=== tdm_demux4 ===
tdm_demux4/clocks.png
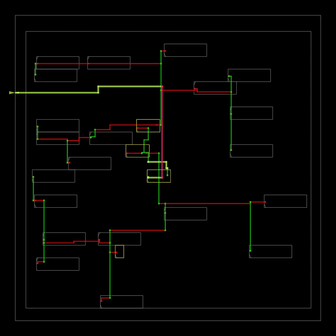
tdm_demux4/clk_routes.png
The bar under the picture is 20 um long.
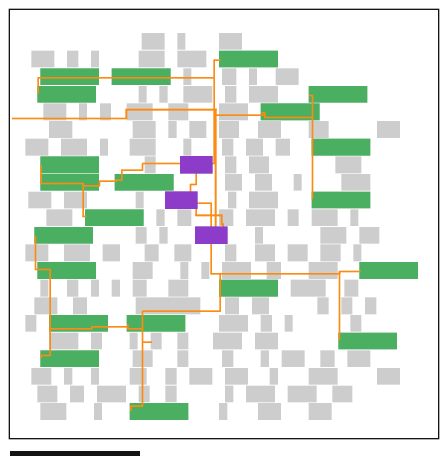
tdm_demux4/flops_by_reg.png
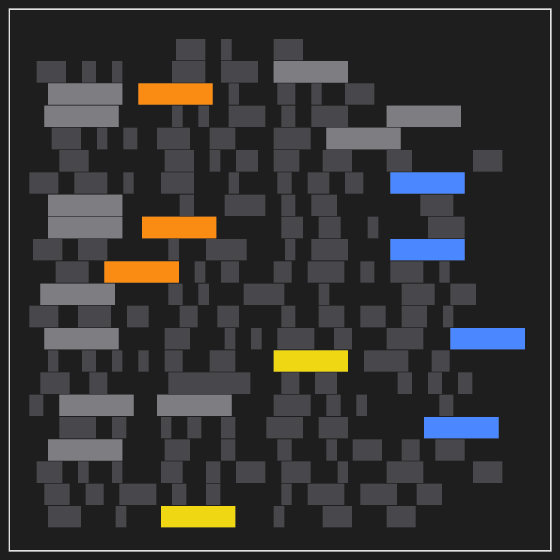
`src/rtl/tdm_pkg.sv`:
```
// Shared types and constants for the four-slot TDM demultiplexer.
// Slot count, slot-address width, lock/loss counter width and FSM state encoding.
package tdm_pkg;

    localparam int NSLOTS = 4;
    localparam int SLOT_W = 2;
    localparam int CNT_W  = 4;

    typedef logic [SLOT_W-1:0] slotAddr_t;
    typedef logic [CNT_W-1:0]  frameCnt_t;

    typedef enum logic [1:0] {
        HUNT  = 2'd0,
        CHECK = 2'd1,
        LOCK  = 2'd2
    } demuxState_t;

    // Slot addresses wrap naturally at NSLOTS because SLOT_W bits cover exactly four slots.
    function automatic slotAddr_t nextSlot(input slotAddr_t cur);
        return cur + 1'b1;
    endfunction

endpackage

```
`src/rtl/tdm_demux4_slot_counter.sv`:
```
// Mod-4 slot address counter with enable and synchronous load-to-value.
// A load request takes priority over the increment enable.
module slot_counter
    import tdm_pkg::*;
(
    input  logic      clk,
    input  logic      rstN,
    input  logic      en,
    input  logic      load,
    input  slotAddr_t loadVal,
    output slotAddr_t addr
);

    always_ff @(posedge clk or negedge rstN) begin
        if (!rstN) begin
            addr <= '0;
        end else if (load) begin
            addr <= loadVal;
        end else if (en) begin
            addr <= nextSlot(addr);
        end
    end

endmodule

```
`src/rtl/tdm_demux4.sv`:
```
// Four-slot TDM demultiplexer with frame-sync lock FSM; presents one parallel word per frame.
// Define DEMUX_INVERT_EN when the line driver is inverting (d = ~notD); default is d = notD.
module tdm_demux4
    import tdm_pkg::*;
#(
    parameter int FRAMES_TO_LOCK = 2,
    parameter int FRAMES_TO_LOSE = 2
) (
    input  logic        CLK,
    input  logic        notRST,
    input  logic        notD,
    input  logic        EN,
    input  logic        FS,
    output logic [1:0]  A,
    output logic [3:0]  Q,
    output logic        VALID,
    output logic        LOCKED,
    output logic        ERR,
    output demuxState_t dbgState
);

    // Handshake: there is no back-pressure. EN=1 qualifies notD/FS for exactly one slot on
    // that rising edge; VALID is a one-cycle pulse that Q holds a fresh complete frame.

    demuxState_t          state, stateNext;
    frameCnt_t            good, goodNext, goodInc;
    frameCnt_t            miss, missNext, missInc;
    logic [NSLOTS-1:0]    shadow, shadowNext, qNext;
    logic                 validNext, errNext;
    logic                 cntEn, cntLoad;
    slotAddr_t            loadVal;
    logic                 d, hit, markerMiss;

`ifdef DEMUX_INVERT_EN
    assign d = ~notD;
`else
    assign d = notD;
`endif

    assign hit        = FS && (A == '0);
    assign markerMiss = (FS && (A != '0)) || (!FS && (A == '0));
    assign goodInc    = good + 1'b1;
    assign missInc    = miss + 1'b1;

    slot_counter u_slotCounter (
        .clk     (CLK),
        .rstN    (notRST),
        .en      (cntEn),
        .load    (cntLoad),
        .loadVal (loadVal),
        .addr    (A)
    );

    always_ff @(posedge CLK or negedge notRST) begin
        if (!notRST) begin
            state  <= HUNT;
            good   <= '0;
            miss   <= '0;
            shadow <= '0;
            Q      <= '0;
            VALID  <= 1'b0;
            ERR    <= 1'b0;
        end else begin
            state  <= stateNext;
            good   <= goodNext;
            miss   <= missNext;
            shadow <= shadowNext;
            Q      <= qNext;
            VALID  <= validNext;
            ERR    <= errNext;
        end
    end

    always_comb begin
        stateNext  = state;
        goodNext   = good;
        missNext   = miss;
        shadowNext = shadow;
        qNext      = Q;
        validNext  = 1'b0;
        errNext    = ERR;
        cntEn      = 1'b0;
        cntLoad    = 1'b0;
        loadVal    = '0;
        if (EN) begin
            case (state)
                HUNT: begin
                    if (FS) begin
                        shadowNext[0] = d;
                        cntLoad       = 1'b1;
                        loadVal       = SLOT_W'(1);
                        goodNext      = CNT_W'(1);
                        if (FRAMES_TO_LOCK == 1) begin
                            stateNext = LOCK;
                            missNext  = '0;
                        end else begin
                            stateNext = CHECK;
                        end
                    end
                end
                CHECK: begin
                    if (FS && (A != '0)) begin
                        // Marker seen in the wrong slot: treat it as the true slot 0.
                        shadowNext[0] = d;
                        cntLoad       = 1'b1;
                        loadVal       = SLOT_W'(1);
                        goodNext      = CNT_W'(1);
                    end else if (!FS && (A == '0)) begin
                        stateNext = HUNT;
                        cntLoad   = 1'b1;
                        loadVal   = '0;
                        goodNext  = '0;
                    end else begin
                        shadowNext[A] = d;
                        cntEn         = 1'b1;
                        if (hit) begin
                            goodNext = goodInc;
                            if (goodInc == CNT_W'(FRAMES_TO_LOCK)) begin
                                stateNext = LOCK;
                                missNext  = '0;
                            end
                        end
                    end
                end
                LOCK: begin
                    shadowNext[A] = d;
                    if (markerMiss && (missInc == CNT_W'(FRAMES_TO_LOSE))) begin
                        stateNext = HUNT;
                        cntLoad   = 1'b1;
                        loadVal   = '0;
                        goodNext  = '0;
                        missNext  = '0;
                        errNext   = 1'b1;
                    end else begin
                        cntEn = 1'b1;
                        if (hit) begin
                            missNext = '0;
                        end else if (markerMiss) begin
                            missNext = missInc;
                        end
                        // The slot-3 capture is part of the word released this edge.
                        if (A == SLOT_W'(NSLOTS - 1)) begin
                            qNext     = shadowNext;
                            validNext = 1'b1;
                        end
                    end
                end
                default: begin
                    stateNext = HUNT;
                    cntLoad   = 1'b1;
                    loadVal   = '0;
                end
            endcase
        end
    end

    assign LOCKED   = (state == LOCK);
    assign dbgState = state;

endmodule

```
`config.mk`:
```
export PLATFORM = sky130hd
export DESIGN_NAME = tdm_demux4
export DESIGN_NICKNAME = d
export VERILOG_FILES = /design/src/rtl/tdm_pkg.sv /design/src/rtl/tdm_demux4_slot_counter.sv /design/src/rtl/tdm_demux4.sv
export SDC_FILE = /design/constraint.sdc
export NUM_CORES = 1
export LEC_CHECK = 0
export ABC_CLOCK_PERIOD_IN_PS = 5320
export CELL_PAD_IN_SITES_DETAIL_PLACEMENT = 2
export CELL_PAD_IN_SITES_GLOBAL_PLACEMENT = 2
export CORE_MARGIN = 2
export CORE_UTILIZATION = 38
export DETAILED_ROUTE_END_ITERATION = 10
export PLACE_DENSITY = 0.92
export SYNTH_ARGS = -nofsm -noshare
export SYNTH_HDL_FRONTEND = slang
export SYNTH_SLANG_ARGS = --single-unit
```
`constraint.sdc`:
```
create_clock -name CLK -period 5.32 [get_ports CLK]
set_input_delay 1.33 -clock CLK [delete_from_list [all_inputs] [get_ports CLK]]
set_output_delay 1.33 -clock CLK [all_outputs]
set_load 0.03 [all_outputs]
```
==> results.txt <==
Summary of implementation figures.

Synthesis
The cell-mix breakdown from Yosys lists the compound-gate area share as 19.0%. The synthesized design contains 0 enable-type register cells. The top cell type by total area after synthesis is sky130_fd_sc_hd__dfrtp_1. Per the synth stats, the flop cell with the highest instance count is sky130_fd_sc_hd__dfrtp_1. After Yosys synthesis, XOR and XNOR cells account for 1.20% of the synthesized area. For reference, the top cells by area after synthesis are sky130_fd_sc_hd__dfrtp_1, sky130_fd_sc_hd__ha_1, sky130_fd_sc_hd__mux2_2, sky130_fd_sc_hd__mux2i_1, sky130_fd_sc_hd__inv_1. The flip-flop and latch count after synthesis is 21.

Worst setup path
The required time of the critical path is 5.48 ns. The largest single stage delay on the critical path is 0.58 ns. The data arrival time of the critical path is 3.71 ns. The timing report shows the most common cell along the critical path to be sky130_fd_sc_hd__inv_1. The worst setup path is launched from a primary input. The worst-path maximum fanout is 6.

Layout
The most common logic cells in the final layout are sky130_fd_sc_hd__dfrtp_1, sky130_fd_sc_hd__ha_1, sky130_fd_sc_hd__clkdlybuf4s50_1. The number of nets in the finished design is 186.

Min path
The type of the worst min-delay path is reg2reg.

Placed design
The count of port buffers added during placement is 15. The wire-length estimate of the detail-placed layout is 3180 um.

Die
The report lists the number of standard-cell rows as 22. The initial core utilization is 39.7%.

Status
The run finished with clean final reports.

Power and ir drop
The power dissipated in combinational cells is 0.654 mW. Registers are responsible for 26.9% of the overall power. The leakage power in the latest report is 0.727 nW. The relative contribution of combinational cells to total power is 62.6%.

The power share of the clock group is 10.5%.

Timing
Setup repair after global routing left no endpoint under its margin. Summed over all failing endpoints, the final setup total negative slack is 0 ns. The timing-limited maximum frequency is 282 MHz. Setup slack closes at 1.77 ns. The headroom to the max-slew limit is 33.6%.

Clocking
On the reported timing paths, the clock transition at the registers reads 0.09 ns. Post-CTS timing repair inserted 0 buffers for setup.

Drt
The average wire per cell in the routed design is 20.1 um. The total number of vias is 1,230. The remaining antenna violation count after routing is 0.

The routed layout reports a DRC error count of 0. Detailed-route iteration 0 reported a violation count of 54.

Global route
The number of antenna violations at the first check in global routing came to 0.
## Picture notes: tdm_demux4/clocks.png
clock network power consumption: 0.110 mW
FFs & Latches: 21
# clk buffers: 3
Clock Sink Count: 21
TritonCTS buffer count: 3

## Picture notes: tdm_demux4/clk_routes.png
[orange] clock wires | length: 317 um
[purple] clock drivers | count: 3
[green] flip-flops | count: 21
routed clock nets	4
clock latency reported for the late side of the worst-skew pair: 0.26 ns
largest clock skew in the final design: 0.00691 ns

## Picture notes: tdm_demux4/flops_by_reg.png
colour	signal	sequential cells
yellow	`dbgState`	2
orange	`shadow`	3
blue	`miss`	4
final core utilization: 46.1%
sequential power: 0.281 mW
footprint of the flip-flops and latches: 526 um2
register share of the cell area: 30.9%

==> metal layers <==
layer / wire length [um] / track usage, % / vias up
met3: 75 / 2.56 / 2
met1: 1910 / 27.9 / 644
met4: 19 / 3.83 / 0
met2: 2270 / 43.3 / 15
li1: - / - / 569
met5: 0 / 0 / -
==> area by class of cell <==
cell class,count,area (um2)
flip-flops and latches,21,526
clock inverters,1,5.00
fillers,408,1990
repair buffers,15,150
multi-input cells,111,870
inverters,13,48.8
well taps,48,60.1
clock buffers,3,41.3
==> final timing paths <==
check	slack, ns	endpoint	depth (start not counted)	from
setup / recovery	1.77	good[2]	8	FS
hold / removal	0.48	ERR	1	ERR
setup reg to reg	2.53	good[2]	8	u_slotCounter.addr[0]
hold reg to reg	0.48	ERR	1	ERR
max in group asynchronous	3.11	shadow[1]	1	notRST
min in group asynchronous	1.60	miss[3]	1	notRST
==> state kept, by name, summed over array words and instances, names as in the netlist <==
register,flops
u_slotCounter.addr,2
shadow,3
VALID,1
miss,4
dbgState,2
good,4
Q,4
ERR,1
==> stage by stage <==
step                std cells  hold WS, ns
floorplan                 149        0.479
global placement          208        0.460
detailed placement        208        0.469
CTS                       212        0.488
global route              212        0.516
finish                    212        0.476

=== bus_scenario_sequencer ===
bus_scenario_sequencer/clk_routes.png
The bar under the picture is 100 um long.
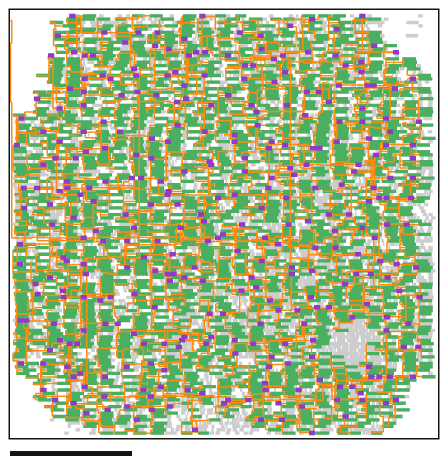
bus_scenario_sequencer/placement_by_type.png
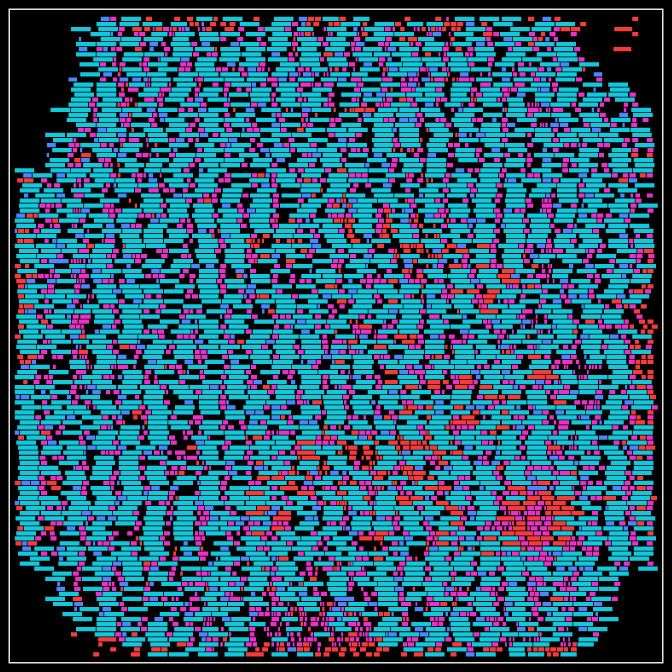
[src/rtl/bus_scenario_sequencer.sv]
// Table-driven scenario sequencer: walks a loadable step table and drives per-master bus controls.
// Optional WAIT watchdog (256 cycles) is built when SEQ_TIMEOUT_EN is defined.
module bus_scenario_sequencer #(
    parameter  int NUM_M     = 2,
    parameter  int DATA_W    = 8,
    parameter  int ADDR_W    = 14,
    parameter  int BURST_W   = 3,
    parameter  int DELAY_W   = 4,
    parameter  int DEPTH     = 32,
    parameter  int EN_CYCLES = 3,
    localparam int IDX_W     = $clog2(DEPTH),
    localparam int MF        = 2 + BURST_W + DATA_W + ADDR_W,
    localparam int ENTRY_W   = NUM_M * MF + DELAY_W + 1
) (
    input  logic                       clk,
    input  logic                       reset,
    input  logic                       start,
    input  logic [IDX_W-1:0]           start_idx,
    input  logic                       cfg_we,
    input  logic [IDX_W-1:0]           cfg_addr,
    input  logic [ENTRY_W-1:0]         cfg_wdata,
    input  logic [NUM_M-1:0]           m_request,
    output logic [NUM_M-1:0]           m_enable,
    output logic [NUM_M-1:0]           m_read_en,
    output logic [NUM_M*BURST_W-1:0]   m_burst_mode,
    output logic [NUM_M*DATA_W-1:0]    m_data,
    output logic [NUM_M*ADDR_W-1:0]    m_addr,
    output logic                       busy,
    output logic                       done,
    output logic                       err,
    output logic [IDX_W-1:0]           cur_idx
);

    localparam int CNT_W = (DELAY_W > $clog2(EN_CYCLES) + 1) ? DELAY_W : $clog2(EN_CYCLES) + 1;

    typedef enum logic [2:0] {S_IDLE, S_LOAD, S_DELAY, S_ISSUE, S_WAIT, S_DONE} state_t;

    state_t                 r_state, w_next;
    logic [ENTRY_W-1:0]     r_tbl [DEPTH];
    logic [ENTRY_W-1:0]     r_entry;
    logic [NUM_M*MF-1:0]    r_out;
    logic [CNT_W-1:0]       r_cnt;
    logic [IDX_W-1:0]       r_idx;
    logic                   r_err;
    logic                   w_last;
    logic [DELAY_W-1:0]     w_delay;
    logic                   w_timeout;

    assign w_last  = r_entry[ENTRY_W-1];
    assign w_delay = r_entry[NUM_M*MF +: DELAY_W];

`ifdef SEQ_TIMEOUT_EN
    localparam int TO_CYCLES = 256;
    localparam int TO_W      = $clog2(TO_CYCLES);
    logic [TO_W-1:0] r_to;

    always_ff @(posedge clk or negedge reset) begin
        if (!reset)                r_to <= '0;
        else if (r_state != S_WAIT) r_to <= '0;
        else                       r_to <= r_to + 1'b1;
    end
`endif

    always_ff @(posedge clk or negedge reset) begin
        if (!reset) r_state <= S_IDLE;
        else        r_state <= w_next;
    end

    always_comb begin
        w_next    = r_state;
        w_timeout = 1'b0;
        case (r_state)
            S_IDLE:  if (start) w_next = S_LOAD;
            S_LOAD:  w_next = S_DELAY;
            S_DELAY: if (r_cnt == CNT_W'(w_delay)) w_next = S_ISSUE;
            S_ISSUE: if (r_cnt == CNT_W'(EN_CYCLES - 1)) w_next = S_WAIT;
            S_WAIT: begin
                // Table end without a last marker terminates rather than wrapping to entry 0.
                if (m_request == '0)
                    w_next = (w_last || r_idx == IDX_W'(DEPTH - 1)) ? S_DONE : S_LOAD;
`ifdef SEQ_TIMEOUT_EN
                else if (r_to == TO_W'(TO_CYCLES - 1)) begin
                    w_next    = S_DONE;
                    w_timeout = 1'b1;
                end
`endif
            end
            S_DONE:  w_next = S_IDLE;
            default: w_next = S_IDLE;
        endcase
    end

    // Table has no reset; writes are accepted only while idle so LOAD never races a write.
    always_ff @(posedge clk) begin
        if (r_state == S_IDLE && cfg_we) r_tbl[cfg_addr] <= cfg_wdata;
    end

    always_ff @(posedge clk or negedge reset) begin
        if (!reset) begin
            r_entry <= '0;
            r_out   <= '0;
            r_cnt   <= '0;
            r_idx   <= '0;
            r_err   <= 1'b0;
        end else begin
            case (r_state)
                S_IDLE: if (start) begin
                    r_idx <= start_idx;
                    r_err <= 1'b0;
                end
                S_LOAD: begin
                    r_entry <= r_tbl[r_idx];
                    r_cnt   <= '0;
                end
                S_DELAY: begin
                    if (w_next == S_ISSUE) begin
                        r_out <= r_entry[NUM_M*MF-1:0];
                        r_cnt <= '0;
                    end else begin
                        r_cnt <= r_cnt + 1'b1;
                    end
                end
                S_ISSUE: r_cnt <= r_cnt + 1'b1;
                S_WAIT: begin
                    if (w_next == S_LOAD) r_idx <= r_idx + 1'b1;
                    if (w_next == S_DONE) begin
                        r_out <= '0;
                        if (w_timeout || !w_last) r_err <= 1'b1;
                    end
                end
                default: ;
            endcase
        end
    end

    // Field values persist through WAIT and the next step's LOAD/DELAY; only enable is gated.
    for (genvar k = 0; k < NUM_M; k++) begin : g_m
        assign m_enable[k]                        = (r_state == S_ISSUE) & r_out[k*MF];
        assign m_read_en[k]                       = r_out[k*MF+1];
        assign m_burst_mode[k*BURST_W +: BURST_W] = r_out[k*MF+2 +: BURST_W];
        assign m_data[k*DATA_W +: DATA_W]         = r_out[k*MF+2+BURST_W +: DATA_W];
        assign m_addr[k*ADDR_W +: ADDR_W]         = r_out[k*MF+2+BURST_W+DATA_W +: ADDR_W];
    end

    assign busy    = (r_state != S_IDLE);
    assign done    = (r_state == S_DONE);
    assign err     = r_err;
    assign cur_idx = r_idx;

endmodule

[config.mk]
export PLATFORM = sky130hd
export DESIGN_NAME = bus_scenario_sequencer
export DESIGN_NICKNAME = d
export VERILOG_FILES = /design/src/rtl/bus_scenario_sequencer.sv
export SDC_FILE = /design/constraint.sdc
export NUM_CORES = 2
export LEC_CHECK = 0
export CAP_MARGIN = 40
export CORE_MARGIN = 2
export CORE_UTILIZATION = 65
export CTS_BUF_LIST = sky130_fd_sc_hd__clkbuf_4 sky130_fd_sc_hd__clkbuf_8
export CTS_CLUSTER_DIAMETER = 200
export DETAILED_ROUTE_END_ITERATION = 7
export GPL_TIMING_DRIVEN = 0
export PLACE_DENSITY_LB_ADDON = 0.1
export SLEW_MARGIN = 10
export SYNTH_ARGS = -nofsm -noshare
export SYNTH_HDL_FRONTEND = slang
export SYNTH_SLANG_ARGS = --single-unit
[constraint.sdc]
create_clock -name clk -period 5.38 [get_ports clk]
set_clock_uncertainty 0.15 [all_clocks]
set_input_delay 1.076 -clock clk [delete_from_list [all_inputs] [get_ports clk]]
set_output_delay 1.076 -clock clk [all_outputs]
set_load 0.005 [all_outputs]
==> results.txt <==
Summary of implementation figures.

Status
The flow ran to the end, and the final reports show no timing, DRC or antenna violations.

Synthesis
The post-synthesis share of cell area spent on full adders, half adders and majority gates is 0.0637%. The post-synth count of flops with an enable pin is 1,888. The instance tally after logic synthesis is 4,350. After synthesis, the largest area contributor takes up 72.2% of total cell area.

Yosys shows that the main logic family after synthesis is multiplexers. The Yosys step of the flow raised 0 warnings. Measured against the total synthesized area, the mux share comes to 12.1%. The flip-flop and latch count after synthesis is 2,014.

The simple-gate share of the synthesized area is 1.80%.

Global route
For this run the aggregate overflow at the end of global routing stands at 0. The most utilized layer in the global route result is met2. The via count of the first global-routing pass is 45.0k.

Worst setup path
The largest individual stage delay along the critical path comes from the cell sky130_fd_sc_hd__nor2_4. Measured in cells, the most critical reg-to-reg path has a length of 10. The reg-to-reg endpoint is r_tbl[22][25].

Listed in order, past its start point the critical path passes buf_2 > nor3_1 > buf_2 > nand2_1 > nor2_1 > nand2_1 > nor2_4 > buf_12 > buf_16 > buf_12. The critical path crosses 10 cells after its start point. The worst setup path is captured at a register.

Power and ir drop
The power report attributes to the combinational group a share of 32.2%. The script computed a power per unit cell area of 492 nW/um2. The power report lists cell-internal power as 29.7 mW. Per report_power, the sequential group accounts for 40.0% of the total.

Timing
Adding up every negative setup slack in the final design gives 0 ns. The count of final max-slew check failures is 0. The headroom to the max-slew limit is 30.1%.

The least setup slack across all paths after layout is 1.60 ns. The worst hold margin is 0.327 ns. The setup violation total in the final timing report is 0.

Layout
The combined area of the multi-input logic cells is 17,100 um2. With fillers left out, the area of the finished cells amounts to 92,000 um2. From synthesis to final layout, the design area changed by 17.1%. The largest registers in the layout are r_tbl: 1888 flops, r_entry: 59 flops, r_out: 54 flops. Per the layout report, the design carries 448 clock buffers.

Buffers outside the clock tree occupy 7.57% of the routed design's cell area. 7 antenna diodes ended up in the layout.

Clocking
The timing report gives the clock slew at the launch and capture registers of the worst setup and hold paths as 0.06 ns. The number of sinks on the clock net is 2,014.

Drt
The average wire per cell in the routed design is 34.5 um.

Placed design
The final weighted congestion recorded by global placement is 0.857. The count of port buffers added during placement is 136. The worst slack after detailed placement is 0.958 ns.

Die
The floorplan step set the die width to 352 um.

Job
Max-cap violations in this run came to 0.
About bus_scenario_sequencer/clk_routes.png:
[orange] clock wires | length: 22.6 mm
[purple] clock drivers | count: 321
[green] flip-flops | count: 2,014
routed clock nets	322
clock share of power: 27.8%
clock latency reported for the late side of the worst-skew pair: 1.03 ns
clock network power consumption: 12.6 mW

About bus_scenario_sequencer/placement_by_type.png:
colour	class	cells
red	other buffers and delay cells	671
blue	clock drivers and dummy loads	552
magenta	combinational and other logic	2,011
cyan	flops	2,014
Row Count: 127
final core utilization: 76.7%

## placed cells by master, fill, tap and decap left out, types with 75 or more instances in the layout
cell type | synthesis | layout
sky130_fd_sc_hd__edfxtp_1 | 1888 | 1888
sky130_fd_sc_hd__mux2i_1 | 946 | 946
sky130_fd_sc_hd__clkbuf_8 | 0 | 346
sky130_fd_sc_hd__a22oi_1 | 236 | 236
sky130_fd_sc_hd__nand2_1 | 186 | 186
sky130_fd_sc_hd__clkdlybuf4s50_1 | 0 | 135
sky130_fd_sc_hd__a21oi_1 | 128 | 128
sky130_fd_sc_hd__dfrtp_1 | 126 | 126
sky130_fd_sc_hd__clkbuf_1 | 125 | 118
sky130_fd_sc_hd__a22o_1 | 118 | 118
sky130_fd_sc_hd__a221oi_1 | 118 | 118
sky130_fd_sc_hd__clkbuf_4 | 0 | 102
sky130_fd_sc_hd__buf_4 | 81 | 81
sky130_fd_sc_hd__buf_12 | 0 | 80
sky130_fd_sc_hd__buf_8 | 4 | 75
## timing repair
action                                  4_1_cts  5_1_grt
resized                                       0        0
endpoints found under the setup margin        0        0
hold endpoints to repair                     56        0
hold buffers                                  1        0

=== spu_mem_writeback ===
spu_mem_writeback/flops_by_reg.png
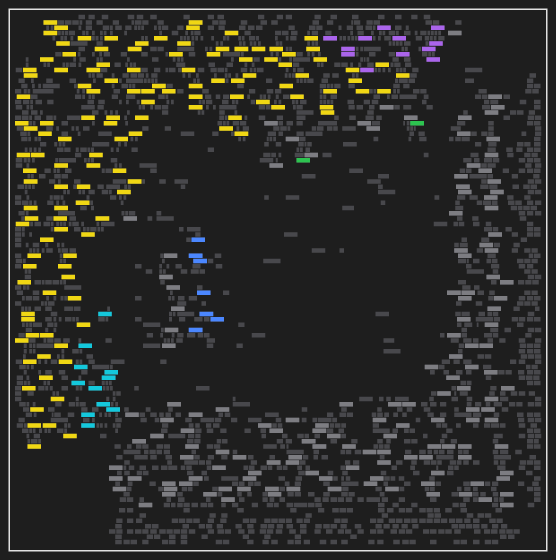
spu_mem_writeback/clocks.png
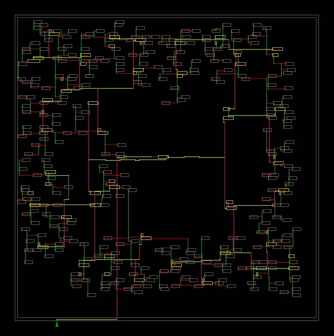
==> config.mk <==
export PLATFORM = sky130hd
export DESIGN_NAME = spu_mem_writeback
export DESIGN_NICKNAME = d
export VERILOG_FILES = /design/src/rtl/spu_mem_writeback.sv
export SDC_FILE = /design/constraint.sdc
export NUM_CORES = 1
export LEC_CHECK = 0
export ABC_CLOCK_PERIOD_IN_PS = 2300
export CORE_AREA = 2 2 273 275
export DETAILED_ROUTE_END_ITERATION = 16
export DIE_AREA = 0 0 275 277
export GPL_ROUTABILITY_DRIVEN = 0
export HOLD_SLACK_MARGIN = 0.02
export PLACE_DENSITY = 0.45
export SLEW_MARGIN = 5
export SYNTH_ARGS = -nofsm -noshare
export SYNTH_HDL_FRONTEND = slang
export SYNTH_SLANG_ARGS = --single-unit
==> constraint.sdc <==
create_clock -name clk -period 2.3 [get_ports clk]
set_input_delay 0.46 -clock clk [delete_from_list [all_inputs] [get_ports clk]]
set_output_delay 0.46 -clock clk [all_outputs]
set_load 0.01 [all_outputs]
==> src/rtl/spu_mem_writeback.sv <==
// spu_mem_writeback
//   Consumer side of the SPU Execute stage. Accepts one execute result per
//   ex_valid/ex_ready handshake, performs the local-store access for loads
//   and stores, drives the register-file write port (sole writer), and
//   issues branch redirects.
//
// Ports
//   clk, rst        clock, synchronous active-high reset
//   ex_*            execute result handshake and fields (captured at accept)
//   ls_*            local-store request/response (ls_rdata valid with ls_ack)
//   wb_en/addr/data register-file write port
//   pc_redirect     one-cycle redirect pulse, target on pc_target
//   ls_error        one-cycle local-store timeout pulse
//
// Optional feature macro: LS_TIMEOUT_EN
//   Defined:   MEM_WAIT gives up after LS_TIMEOUT cycles without ls_ack,
//              pulses ls_error and skips the writeback.
//   Undefined: MEM_WAIT waits indefinitely and ls_error stays 0.
module spu_mem_writeback #(
    parameter int PC_bitSize = 11,
    parameter int DATA_W     = 128,
    parameter int REG_AW     = 7,
    parameter int LS_AW      = 11,
    parameter int LS_TIMEOUT = 64
) (
    input  logic                  clk,
    input  logic                  rst,
    input  logic                  ex_valid,
    output logic                  ex_ready,
    input  logic [DATA_W-1:0]     ex_alu_result,
    input  logic [DATA_W-1:0]     ex_store_data,
    input  logic [REG_AW-1:0]     ex_dest_reg,
    input  logic                  ex_reg_write,
    input  logic                  ex_mem_read,
    input  logic                  ex_mem_write,
    input  logic                  ex_branch,
    input  logic                  ex_zero,
    input  logic [PC_bitSize:0]   ex_jump_pc,
    output logic                  ls_req,
    output logic                  ls_we,
    output logic [LS_AW-1:0]      ls_addr,
    output logic [DATA_W-1:0]     ls_wdata,
    input  logic [DATA_W-1:0]     ls_rdata,
    input  logic                  ls_ack,
    output logic                  wb_en,
    output logic [REG_AW-1:0]     wb_addr,
    output logic [DATA_W-1:0]     wb_data,
    output logic                  pc_redirect,
    output logic [PC_bitSize:0]   pc_target,
    output logic                  ls_error
);

    typedef enum logic [1:0] {IDLE, MEM_WAIT, WRITEBACK} state_t;

    state_t              state;
    logic                is_load;   // remembers whether MEM_WAIT ends in a writeback
    logic [REG_AW-1:0]   dest_q;
    logic                accept;
    logic                do_store;
    logic                do_load;

    assign accept   = ex_valid & ex_ready;
    // A store wins when both memory flags are set; the load is dropped.
    assign do_store = ex_mem_write;
    assign do_load  = ex_mem_read & ~ex_mem_write;

`ifdef LS_TIMEOUT_EN
    localparam int CNT_W = $clog2(LS_TIMEOUT + 1);
    logic [CNT_W-1:0] wait_cnt;
    logic             timed_out;
    // Counter holds the number of waiting cycles already elapsed, so the
    // last permitted cycle is LS_TIMEOUT-1.
    assign timed_out = (wait_cnt == CNT_W'(LS_TIMEOUT - 1));
`else
    logic unused_timeout;
    assign unused_timeout = (LS_TIMEOUT > 0);
`endif

    always_ff @(posedge clk) begin
        if (rst) begin
            state       <= IDLE;
            ex_ready    <= 1'b1;
            ls_req      <= 1'b0;
            ls_we       <= 1'b0;
            ls_addr     <= '0;
            ls_wdata    <= '0;
            wb_en       <= 1'b0;
            wb_addr     <= '0;
            wb_data     <= '0;
            pc_redirect <= 1'b0;
            pc_target   <= '0;
            ls_error    <= 1'b0;
            is_load     <= 1'b0;
            dest_q      <= '0;
`ifdef LS_TIMEOUT_EN
            wait_cnt    <= '0;
`endif
        end else begin
            // Pulse outputs default low each cycle.
            pc_redirect <= 1'b0;
            ls_error    <= 1'b0;
            wb_en       <= 1'b0;

            case (state)
                IDLE: begin
                    if (accept) begin
                        // Redirect is resolved at accept, independent of
                        // whichever memory/writeback path the op takes.
                        if (ex_branch && ex_zero) begin
                            pc_redirect <= 1'b1;
                            pc_target   <= ex_jump_pc;
                        end
                        if (do_store || do_load) begin
                            state    <= MEM_WAIT;
                            ex_ready <= 1'b0;
                            ls_req   <= 1'b1;
                            ls_we    <= do_store;
                            ls_addr  <= ex_alu_result[LS_AW+3:4];
                            ls_wdata <= ex_store_data;
                            is_load  <= do_load;
                            dest_q   <= ex_dest_reg;
`ifdef LS_TIMEOUT_EN
                            wait_cnt <= '0;
`endif
                        end else if (ex_reg_write) begin
                            state    <= WRITEBACK;
                            ex_ready <= 1'b0;
                            wb_en    <= 1'b1;
                            wb_addr  <= ex_dest_reg;
                            wb_data  <= ex_alu_result;
                        end
                    end
                end

                MEM_WAIT: begin
                    if (ls_req && ls_ack) begin
                        ls_req <= 1'b0;
                        if (is_load) begin
                            state   <= WRITEBACK;
                            wb_en   <= 1'b1;
                            wb_addr <= dest_q;
                            wb_data <= ls_rdata;
                        end else begin
                            state    <= IDLE;
                            ex_ready <= 1'b1;
                        end
                    end
`ifdef LS_TIMEOUT_EN
                    else if (timed_out) begin
                        ls_req   <= 1'b0;
                        ls_error <= 1'b1;
                        state    <= IDLE;
                        ex_ready <= 1'b1;
                    end else begin
                        wait_cnt <= wait_cnt + CNT_W'(1);
                    end
`endif
                end

                WRITEBACK: begin
                    state    <= IDLE;
                    ex_ready <= 1'b1;
                end

                default: begin
                    state    <= IDLE;
                    ex_ready <= 1'b1;
                    ls_req   <= 1'b0;
                end
            endcase
        end
    end

endmodule

==> results.txt <==
Summary of implementation figures.

Worst setup path
Walking the worst path, the cells encountered are clkdlybuf4s50_1. For the worst flop-to-flop path, the logic depth is 5. OpenSTA lists the critical path endpoint as wb_addr[0]. The required time of the critical path is 1.84 ns.

The startpoint of the most critical setup path is wb_addr[0]. STA classifies the critical path endpoint as a primary output. STA classifies the critical path startpoint as a register.

Layout
Per the final report, the share of cell area in clock cells is 5.42%. The number of filler instances in the final layout is 7,536. Multi-input combinational cells in the finished layout were counted as 913.

The fraction of cell area in non-clock buffers is 35.3%. The count of antenna diodes in the layout is 5.

Synthesis
The synthesized netlist contains 31 unique library cells. The main area contributors are sky130_fd_sc_hd__dfxtp_1, sky130_fd_sc_hd__mux2i_1, sky130_fd_sc_hd__a221oi_1, sky130_fd_sc_hd__a21oi_1, sky130_fd_sc_hd__o21ai_0. The instance tally after logic synthesis is 1,410. The netlist area before placement is 13,300 um2.

The area share of the largest cell type after synthesis is 45.4%.

Clocking
In this run the post-CTS setup repair buffer count came out at 0. The longest clock path from root to sink contains 3 buffers. The number of H-tree levels is 2.

Job
The stage-log warning count is 29.

Power and ir drop
The relative contribution of combinational cells to total power is 23.0%. The leakage power summed over all cells is 8.23 nW. The power density relative to cell area is 656 nW/um2. The power share of the clock group is 39.7%.

Placed design
Once placement finished, the instance area stood at 21,900 um2.

Drt
Before antenna repair, the detailed router went through 5 iterations. The total number of vias is 14.3k. The average wire per cell in the routed design is 21.7 um. The length of routed met2 wiring is 32,300 um.

Timing
The timing-limited maximum frequency is 470 MHz. The final-report hold violation count is 0. Setup repair after global routing left no endpoint under its margin. The headroom to the max-slew limit is 54.0%.

Global route
The routing usage on met3 is 5.40%. The via count of the first global-routing pass is 14.6k. Global routing consumed, on the met1 layer, 18.8% of the routing resources. The first global-routing pass estimated 95,300 um of wire.

Die
During I/O placement, the number of pins put on the boundary was 704. The initial core utilization is 18.1%. The floorplan has 100 rows.

Min path
The beginning of the worst hold path is rst.

Status
The flow ran to the end, and the final reports show no timing, DRC or antenna violations.
About spu_mem_writeback/flops_by_reg.png:
colour	signal	sequential cells
purple	`pc_target`	12
cyan	`ls_addr`	11
green	`state`	2
blue	`wb_addr`	7
yellow	`ls_wdata`	128
footprint of the flip-flops and latches: 6030 um2
sequential power: 5.67 mW

About spu_mem_writeback/clocks.png:
Clock Sink Count: 301
# clk buffers: 56

-- sequential cells by signal (all words and copies together), names as in the netlist, 2 cells and up --
signal and cells:
ls_wdata 128, wb_data 128, pc_target 12, ls_addr 11
dest_q 7, wb_addr 7, state 2
-- cells in the mapped netlist (all sizes together) --
cell,instances
conb,1
nor2,2
and3,1
mux2i,135
nor3b,1
nand3,159
clkbuf,115
or2,1
nand3b,2
a21o,1
nor2b,1
buf,80
nand2b,1
inv,1
a2111o,1
nand2,3
o21ai,161
a2111oi,2
and3b,2
nor3,2
nor4bb,1
a21oi,163
a22o,1
a211oi,136
nand4bb,1
a221oi,135
dfxtp,301
-- cell families (layout without fill, tap and decap cells) --
group	count (synthesis)	count (layout)	synth area share (%)
AND-OR/OR-AND	600	600	31.0
buffers and inverters	196	866	6.58
flip-flops	301	301	45.4
multiplexers	135	135	10.2
other	1	6	0.0282
AND/OR/NAND/NOR	177	177	6.86
-- through the flow --
stage,util (%),setup WS (ns),hold slack [ns],instances
floorplan,-,0.621,0.453,1410
global placement,29.7,-0.0260,0.459,2981
detailed placement,29.7,-0.0993,0.465,2981
CTS,31.4,0.0897,0.356,3049
global route,31.4,0.0495,0.388,3052
finish,31.5,0.173,0.372,3054

Power is estimated from default activity; no workload was simulated.
